# ---- seq_detect_prog ----
seq_detect_prog/clock_nets.png
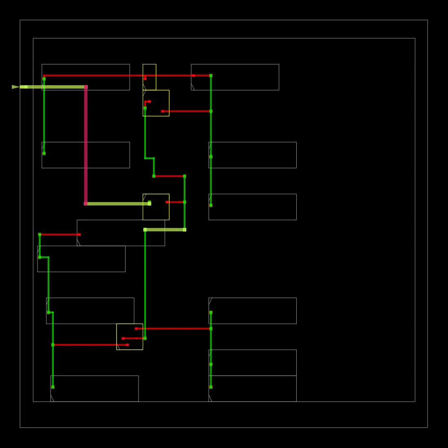

$ cat src/rtl/seq_det_pkg.sv
// Shared types for the programmable serial pattern detector: FSM state encoding
// and a sizing helper for the history fill counter.
package seq_det_pkg;

  typedef enum logic [1:0] {
    UNCFG = 2'd0,
    HUNT  = 2'd1,
    HIT   = 2'd2
  } state_e;

  // Bits needed to hold a fill level from 0 up to and including pat_w.
  function automatic int fill_width(input int pat_w);
    return $clog2(pat_w + 1);
  endfunction

endpackage : seq_det_pkg

$ cat src/rtl/seq_det_cnt.sv
// Saturating event counter: counts inc pulses up to all-ones, clr wins over
// a plain hold, and a clear coinciding with an increment leaves the count at 1.
module seq_det_cnt #(
  parameter int CNT_W = 8
) (
  input  logic             clk,
  input  logic             rst,
  input  logic             inc,
  input  logic             clr,
  output logic [CNT_W-1:0] cnt
);

  localparam logic [CNT_W-1:0] CNT_MAX = '1;
  localparam logic [CNT_W-1:0] CNT_ONE = CNT_W'(1);

  // NOTE: sequential state uses non-blocking (<=) so every flop samples
  // pre-edge values regardless of statement order.
  always_ff @(posedge clk or posedge rst) begin
    if (rst) begin
      cnt <= '0;
    end else if (clr) begin
      cnt <= inc ? CNT_ONE : '0;
    end else if (inc && (cnt != CNT_MAX)) begin
      cnt <= cnt + CNT_ONE;
    end
  end

endmodule : seq_det_cnt

$ cat src/rtl/seq_detect_prog.sv
// Programmable serial sequence detector with a Moore match flag. Define
// SEQ_DETECT_CNT_EN to build the saturating match counter; otherwise cnt is 0.
module seq_detect_prog
  import seq_det_pkg::*;
#(
  parameter int PAT_W = 4,
  parameter int CNT_W = 8
) (
  input  logic             clk,
  input  logic             rst,
  input  logic             i_valid,
  input  logic             i_bit,
  input  logic             pat_load,
  input  logic [PAT_W-1:0] pat_val,
  input  logic             ovl,
  input  logic             cnt_clr,
  output logic             y,
  output logic [CNT_W-1:0] cnt
);

  localparam int               FILL_W    = fill_width(PAT_W);
  localparam logic [FILL_W-1:0] FILL_FULL = FILL_W'(PAT_W);
  localparam logic [FILL_W-1:0] FILL_LAST = FILL_W'(PAT_W - 1);
  localparam logic [FILL_W-1:0] FILL_ONE  = FILL_W'(1);

  state_e             state_q;
  state_e             state_d;
  logic [PAT_W-1:0]   pat_q;
  logic [PAT_W-2:0]   hist_q;
  logic [FILL_W-1:0]  fill_q;

  logic               take_bit;
  logic [PAT_W-1:0]   window;
  logic               match;

  // A bit is consumed only once configured, and never in a pattern-load cycle.
  assign take_bit = (state_q != UNCFG) && i_valid && !pat_load;
  assign window   = {hist_q, i_bit};
  assign match    = take_bit && (fill_q >= FILL_LAST) && (window == pat_q);

  // ---------------- state register ----------------
  always_ff @(posedge clk or posedge rst) begin
    if (rst) begin
      state_q <= UNCFG;
    end else begin
      state_q <= state_d;
    end
  end

  // ---------------- next-state logic ----------------
  // NOTE: state_d gets a default before any branch so no path leaves it
  // unassigned, which would otherwise infer a latch.
  always_comb begin
    state_d = state_q;
    if (pat_load) begin
      state_d = HUNT;
    end else begin
      unique case (state_q)
        UNCFG:   state_d = UNCFG;
        HUNT:    state_d = match ? HIT : HUNT;
        HIT:     state_d = match ? HIT : HUNT;
        default: state_d = UNCFG;
      endcase
    end
  end

  // ---------------- output decode ----------------
  always_comb begin
    y = (state_q == HIT);
  end

  // ---------------- pattern, history and fill ----------------
  // NOTE: the pattern/history registers are cleared by reset because a stale
  // pattern must never be matchable before a fresh load.
  always_ff @(posedge clk or posedge rst) begin
    if (rst) begin
      pat_q  <= '0;
      hist_q <= '0;
      fill_q <= '0;
    end else if (pat_load) begin
      pat_q  <= pat_val;
      hist_q <= '0;
      fill_q <= '0;
    end else if (take_bit) begin
      hist_q <= window[PAT_W-2:0];
      if (match && !ovl) begin
        fill_q <= '0;
      end else if (fill_q != FILL_FULL) begin
        fill_q <= fill_q + FILL_ONE;
      end
    end
  end

  // ---------------- optional match counter ----------------
`ifdef SEQ_DETECT_CNT_EN
  seq_det_cnt #(
    .CNT_W (CNT_W)
  ) u_cnt (
    .clk (clk),
    .rst (rst),
    .inc (match),
    .clr (cnt_clr),
    .cnt (cnt)
  );
`else
  logic unused_cnt_clr;
  assign unused_cnt_clr = cnt_clr;
  assign cnt            = '0;
`endif

endmodule : seq_detect_prog

$ cat config.mk
export PLATFORM = sky130hd
export DESIGN_NAME = seq_detect_prog
export DESIGN_NICKNAME = d
export VERILOG_FILES = /design/src/rtl/seq_det_pkg.sv /design/src/rtl/seq_det_cnt.sv /design/src/rtl/seq_detect_prog.sv
export SDC_FILE = /design/constraint.sdc
export NUM_CORES = 1
export LEC_CHECK = 0
export CORE_UTILIZATION = 44
export CTS_BUF_LIST = sky130_fd_sc_hd__clkbuf_4
export DETAILED_ROUTE_END_ITERATION = 16
export HOLD_SLACK_MARGIN = 0.08
export PLACE_DENSITY_LB_ADDON = 0.2
export SETUP_SLACK_MARGIN = 0.05
export SYNTH_ARGS = -nofsm -noshare
export SYNTH_HDL_FRONTEND = slang
export SYNTH_SLANG_ARGS = --single-unit
$ cat constraint.sdc
create_clock -name clk -period 1.3 [get_ports clk]
set_input_delay 0.26 -clock clk [delete_from_list [all_inputs] [get_ports clk]]
set_output_delay 0.26 -clock clk [all_outputs]
set_load 0.01 [all_outputs]
# ---- neuron_act_requant ----
## src/rtl/neuron_act_requant.sv

```systemverilog
// neuron_act_requant
//   Output stage of a 4-input neuron. The signed weighted sum gets a constant bias, is rescaled
//   by an arithmetic right shift with round-half-up, optionally passed through ReLU, and is
//   saturated to the next layer's input width. Two registered stages with valid/ready on both
//   sides. The pipe holds at most two results and stalls without loss.
//
// Ports
//   clk        clock, all state on rising edge
//   rst        asynchronous reset, active-high
//   in_valid   in_sum valid this cycle
//   in_ready   stage can accept in_sum this cycle (combinational from out_ready)
//   in_sum     signed IN_W-bit weighted sum
//   out_valid  out_act valid this cycle
//   out_ready  consumer accepts out_act this cycle
//   out_act    signed OUT_W-bit activation (registered)
//   out_sat    out_act was clipped (registered, travels with out_act)
//   sat_clr    synchronous clear of sat_count, wins over a same-cycle increment
//   sat_count  saturated results delivered, sticks at all-ones
module neuron_act_requant #(
  parameter int unsigned IN_W  = 32,
  parameter int unsigned OUT_W = 16,
  parameter int unsigned SHIFT = 8,
  parameter int          BIAS  = 0,
  parameter bit          RELU  = 1'b1,
  parameter int unsigned CNT_W = 16
) (
  input  logic             clk,
  input  logic             rst,
  input  logic             in_valid,
  output logic             in_ready,
  input  logic [IN_W-1:0]  in_sum,
  output logic             out_valid,
  input  logic             out_ready,
  output logic [OUT_W-1:0] out_act,
  output logic             out_sat,
  input  logic             sat_clr,
  output logic [CNT_W-1:0] sat_count
);

  localparam int unsigned TW  = IN_W + 1;  // biased sum, cannot overflow
  localparam int unsigned RW  = IN_W + 2;  // rounded sum, cannot overflow
  localparam int unsigned RSH = (SHIFT > 0) ? SHIFT - 1 : 0;

  localparam logic signed [TW-1:0] BiasT = TW'(BIAS);
  localparam logic signed [RW-1:0] Rnd   = (SHIFT > 0) ? (RW'(1) << RSH) : '0;
  localparam logic signed [RW-1:0] ActMax = {{(RW-OUT_W+1){1'b0}}, {(OUT_W-1){1'b1}}};
  localparam logic signed [RW-1:0] ActMin = {{(RW-OUT_W+1){1'b1}}, {(OUT_W-1){1'b0}}};

  logic                    s1_valid_q;
  logic signed [TW-1:0]    t_q;
  logic                    s2_valid_q;
  logic        [OUT_W-1:0] act_q;
  logic                    sat_q;
  logic        [CNT_W-1:0] cnt_q;

  logic                    s2_take;
  logic                    s1_move;
  logic                    in_fire;
  logic                    out_fire;
  logic signed [TW-1:0]    t_d;
  logic signed [RW-1:0]    t_ext;
  logic signed [RW-1:0]    r;
  logic        [OUT_W-1:0] act_d;
  logic                    sat_d;

  // Handshake: S2 frees up when empty or draining; S1 frees up when empty or moving into S2.
  always_comb begin
    s2_take  = !s2_valid_q || out_ready;
    s1_move  = s1_valid_q && s2_take;
    in_ready = !s1_valid_q || s2_take;
    in_fire  = in_valid && in_ready;
    out_fire = s2_valid_q && out_ready;
  end

  assign t_d = $signed({in_sum[IN_W-1], in_sum}) + BiasT;

  // Round-half-up: add half an LSB of the result, then floor via arithmetic shift.
  always_comb begin
    t_ext = {t_q[TW-1], t_q};
    r     = (t_ext + Rnd) >>> SHIFT;
    act_d = r[OUT_W-1:0];
    sat_d = 1'b0;
    if (RELU && r[RW-1]) begin
      act_d = '0;
    end else if (r > ActMax) begin
      act_d = ActMax[OUT_W-1:0];
      sat_d = 1'b1;
    end else if (r < ActMin) begin
      act_d = ActMin[OUT_W-1:0];
      sat_d = 1'b1;
    end
  end

  always_ff @(posedge clk or posedge rst) begin
    if (rst) begin
      s1_valid_q <= 1'b0;
      t_q        <= '0;
    end else begin
      if (in_fire) begin
        s1_valid_q <= 1'b1;
        t_q        <= t_d;
      end else if (s1_move) begin
        s1_valid_q <= 1'b0;
      end
    end
  end

  always_ff @(posedge clk or posedge rst) begin
    if (rst) begin
      s2_valid_q <= 1'b0;
      act_q      <= '0;
      sat_q      <= 1'b0;
    end else if (s2_take) begin
      s2_valid_q <= s1_valid_q;
      if (s1_valid_q) begin
        act_q <= act_d;
        sat_q <= sat_d;
      end
    end
  end

  always_ff @(posedge clk or posedge rst) begin
    if (rst) begin
      cnt_q <= '0;
    end else if (sat_clr) begin
      cnt_q <= '0;
    end else if (out_fire && sat_q && !(&cnt_q)) begin
      cnt_q <= cnt_q + 1'b1;
    end
  end

  assign out_valid = s2_valid_q;
  assign out_act   = act_q;
  assign out_sat   = sat_q;
  assign sat_count = cnt_q;

endmodule

```

## config.mk

```make
export PLATFORM = sky130hd
export DESIGN_NAME = neuron_act_requant
export DESIGN_NICKNAME = d
export VERILOG_FILES = /design/src/rtl/neuron_act_requant.sv
export SDC_FILE = /design/constraint.sdc
export NUM_CORES = 1
export LEC_CHECK = 0
export ABC_CLOCK_PERIOD_IN_PS = 2900
export CAP_MARGIN = 20
export CORE_MARGIN = 2
export CORE_UTILIZATION = 30
export CTS_BUF_LIST = sky130_fd_sc_hd__clkbuf_4
export DETAILED_ROUTE_END_ITERATION = 8
export MAX_ROUTING_LAYER = met4
export SKIP_CTS_REPAIR_TIMING = 1
export SLEW_MARGIN = 20
export SYNTH_ARGS = -nofsm -noshare
export SYNTH_HDL_FRONTEND = slang
export SYNTH_SLANG_ARGS = --single-unit
```

## constraint.sdc

```tcl
create_clock -name clk -period 2.9 [get_ports clk]
set_input_delay 0.87 -clock clk [delete_from_list [all_inputs] [get_ports clk]]
set_output_delay 0.87 -clock clk [all_outputs]
set_load 0.05 [all_outputs]
```


==> notes/layouts.md <==
Pictures saved along the way, in no particular order.

Ports around the boundary.
Pins as bars across the die edge, other pins in gray.
shot_01.png
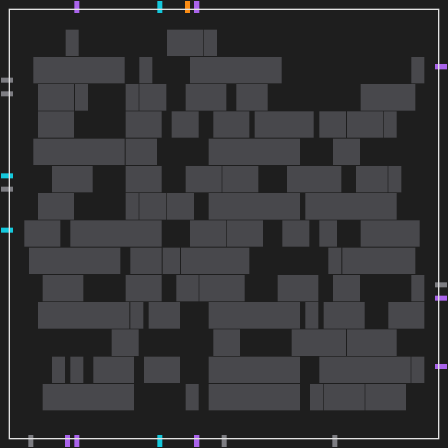
shot_02.png
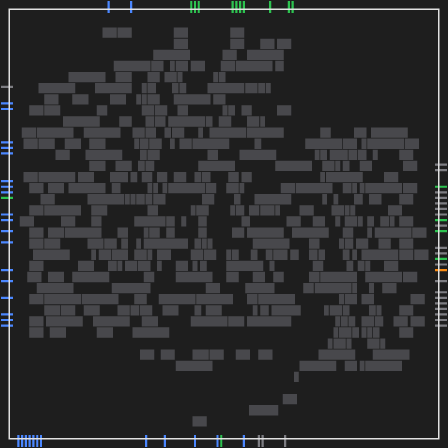
seq_detect_prog is shot_01.png.
neuron_act_requant is shot_02.png.

Key to shot_01.png:
legend:
  `cnt`:
    color: purple
    pins: 8
    direction: output
    edge: 3 bottom, 3 right, 2 top
  `i_bit`:
    color: orange
    pins: 1
    direction: input
    edge: top
  `pat_val`:
    color: cyan
    pins: 4
    direction: input
    edge: 2 left, 1 top, 1 bottom

seq_detect_prog/class_map.png
Scale bar: 10 um.
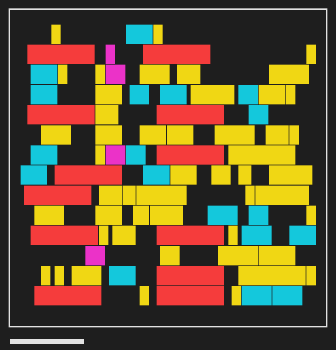
legend:
  registers:
    color: red
    cells: 12
    share_of_their_area: 32%
  remaining logic cells:
    color: yellow
    cells: 49
    share_of_their_area: 47%
  clock drivers and dummy loads:
    color: magenta
    cells: 4
    share_of_their_area: 2.8%
  remaining buffers and delay cells:
    color: cyan
    cells: 18
    share_of_their_area: 18%

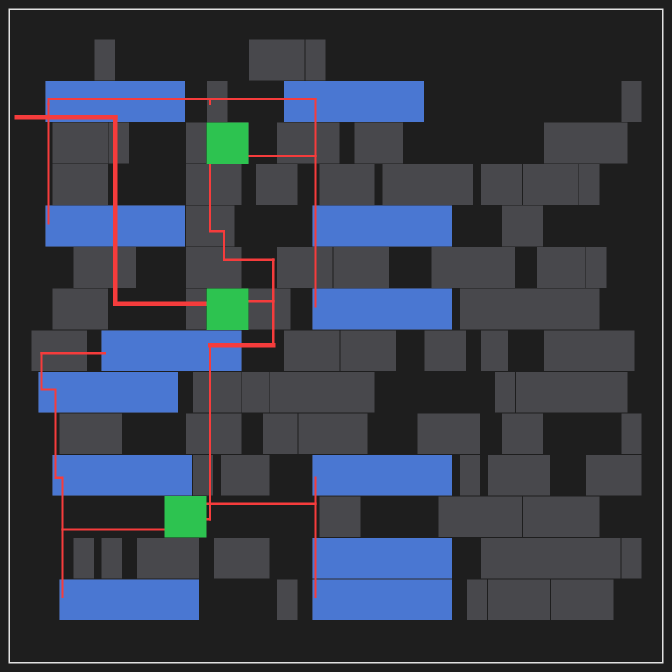
seq_detect_prog/clock_wires.png
legend:
  flip-flops:
    color: blue
    count: 12
  clock wires:
    color: red
    length: 153 um
  clock-net drivers:
    color: green
    count: 3
routed clock nets: 4
Clock Power Share: 27.1%
P_clk: 228 uW
clk latency of the worst-skew pair: 0.27 ns

About seq_detect_prog/clock_nets.png:
Final Skew: 0.00186 ns
flip-flops: 12

==> results.toml, seq_detect_prog <==
# implementation run metrics
[status]
status = "complete, but fails checks"
violations = "negative setup slack"

[place]
dpl_worst_slack_ns = -0.180
io_buffers = 10
routabilityCongestion = 0.749

[final_layout]
lay_top_cells = "dfrtp_1, clkdlybuf4s50_1, conb_1"
inverters_excl_clock = 6
logic_area_sq_um = 424
fillCellCount = 140
final_util_pct = 63.4
largest_class = "multi-input combinational cells"
register_area_sq_um = 300
clock_area_share_pct = 2.72
drive_above_1_share_pct = 37.3

[routing]
vias_per_cell = 4.70

[synthesis]
synthTopLogicFamily = "buffers and inverters"
synth_top_cell_by_area = "dfrtp_1"
ys.flop_type = "dfrtp_1"
async_flop_share_pct = 100
synth_area_sq_um = 729
synthesis.instances = 64
ys_sh_aoi_pct = 6.69
post_synth_num_cell_types = 23
yosys_area_sq_um = 729

[timing]
final_max_slew_viol_count = 0
fin_crit_sh_pct = 110
setup_ws_ns = -0.124
finalSetupViolCount = 5

[die]
dieHeight_um = 42.7

[worst_setup_path]
worstPathArrival_ns = 1.62
crit_end = "fill_q[2]$_DFFE_PP0P_"
crit_family = "flip-flops"
r2r-end = "fill_q[2]$_DFFE_PP0P_"
worst_setup_path_start_kind = "flop"
rrSetupSlack_ns = -0.12

[pwr]
total_power_uw = 842
power.density_nw_per_um2 = 872

[job]
tool_warnings = 32

[clocking]
cts_max_level = 1
cts_tree = "yes"
cts_made_buffers = 3

[grt]
gr-usage-met1_pct = 16.0
[seq_detect_prog: power by group]
part	switching, mW	internal [mW]	total [mW]
logic	0.0965	0.104	0.201
clock network	0.117	0.111	0.228
registers	0.0156	0.398	0.413
total	0.229	0.613	0.842
[seq_detect_prog: registers in the layout, summed over array words and instances, names as in the netlist]
register	flops
hist_q	3
fill_q	3
pat_q	4
state_q	2
[seq_detect_prog: through the flow]
step	setup TNS, ns	area (sq um)
CTS	-0.334	885
finish	-0.434	966
global placement	-1.16	850
detailed placement	-1.25	850
global route	-0.886	966
floorplan	-0.226	761
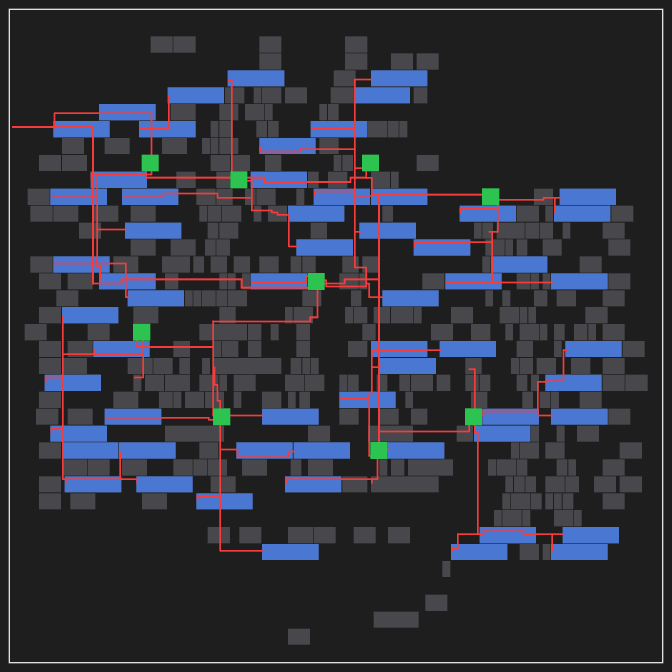
neuron_act_requant/clock_wires.png
legend:
  clock wires:
    color: red
    length: 871 um
  clock-net drivers:
    color: green
    count: 9
  flip-flops:
    color: blue
    count: 60
routed clock nets: 10
clk latency of the worst-skew pair: 0.41 ns
P_clk: 681 uW
Final Skew: 0.0148 ns

==> results.toml, neuron_act_requant <==
# implementation run metrics
[final_layout]
nonClkBufAreaFrac_pct = 17.9
sh_seq_area_pct = 37.0
drive_above_1_share_pct = 14.5
multiInputCombCellCount = 212
flops = 60
area_growth_pct = 33.0
buffers_excl_clock = 71

[routing]
antenna_left = 0
dr_wl_met2_mm = 3.16
drc_errors = 0
top_layer = "met4"
firstDrtPassIters = 4

[pwr]
power.density_nw_per_um2 = 594
ir_drop_uv = 226

[clocking]
cts_max_level = 3
clockBufferDepth = 2

[grt]
grt_pass1_vias = 2347
grtUsageMet2_pct = 21.0
grt_max_degree = 43
met3_usage_pct = 4.99

[worst_hold_path]
worstHoldPathCells = 1

[place]
dpl_worst_slack_ns = 0.214
dp_hpwl_mm = 5.08

[synthesis]
post_synth_num_cell_types = 43
avgSynthCellArea_sq_um = 10.6
muxShareOfSynthArea_pct = 10.2
yosysTopAreaCellShare_pct = 49.2
ys_seq_share_pct = 49.2
synthTopCellsByArea = "dfrtp_1, mux2_2, xnor2_1"
synthesis.instances = 289
synth_area_sq_um = 3050
synth_top_cell_by_area = "dfrtp_1"
syn_nets = 328
yosys_warnings = 0

[die]
dieWidth_um = 105
io_pins = 72

[timing]
rsz0062_at_grt = "false"
setup_tns_ns = 0
worst_hold_slack_ns = 0.498
period_needed_ns = 2.67
tightestPinTransition_ns = 0.767

[worst_setup_path]
r2r-start = "t_q[14]$_DFFE_PP0P_"
end_kind = "output port"
worstPathRequired_ns = 2.03
crit_cells = 3
crit_start = "out_ready"
path_cells = "clkdlybuf4s50_1 > nand3b_1 > buf_12"

[status]
status = "finished clean"
neuron_act_requant: cells by family after synthesis:
logic type | after synthesis
AND-OR/OR-AND | 42
flip-flops | 60
buffers and inverters | 17
AND/OR/NAND/NOR | 109
XOR/XNOR | 31
adder cells (fa/ha/maj) | 2
multiplexers | 28
neuron_act_requant: cells in the mapped netlist (all sizes together) (4+ instances only):
cell type  number
dfrtp          60
nand4          11
nor2           26
xor2            9
nand3           9
a21oi          13
nand2          32
mux2           25
nand2b          4
inv             7
xnor2          22
and4            4
and3            6
clkbuf          7
a32oi          12
nor3            9


==> layout pictures side by side <==
Drive-strength map.
picture 1
Scale bar: 20 um.
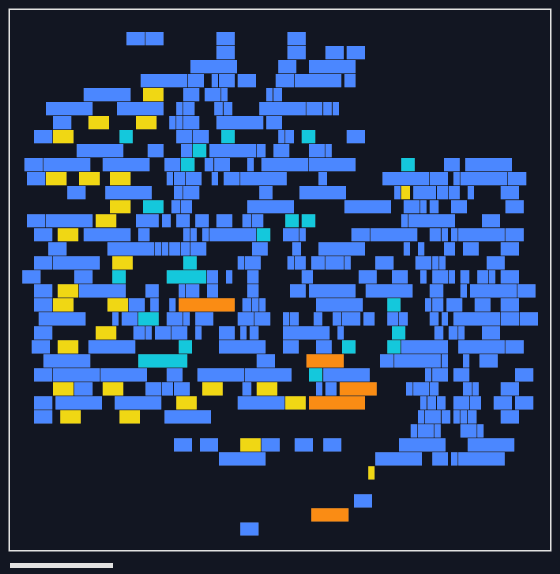
picture 2
Scale bar: 10 um.
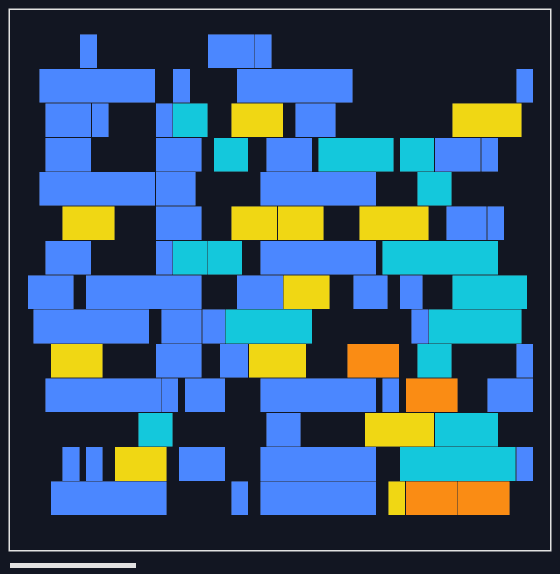
- most cells: picture 1
- largest die: picture 1
seq_detect_prog -> picture 2
neuron_act_requant -> picture 1

Power figures rest on the tool's default switching activity, not on a simulated workload.
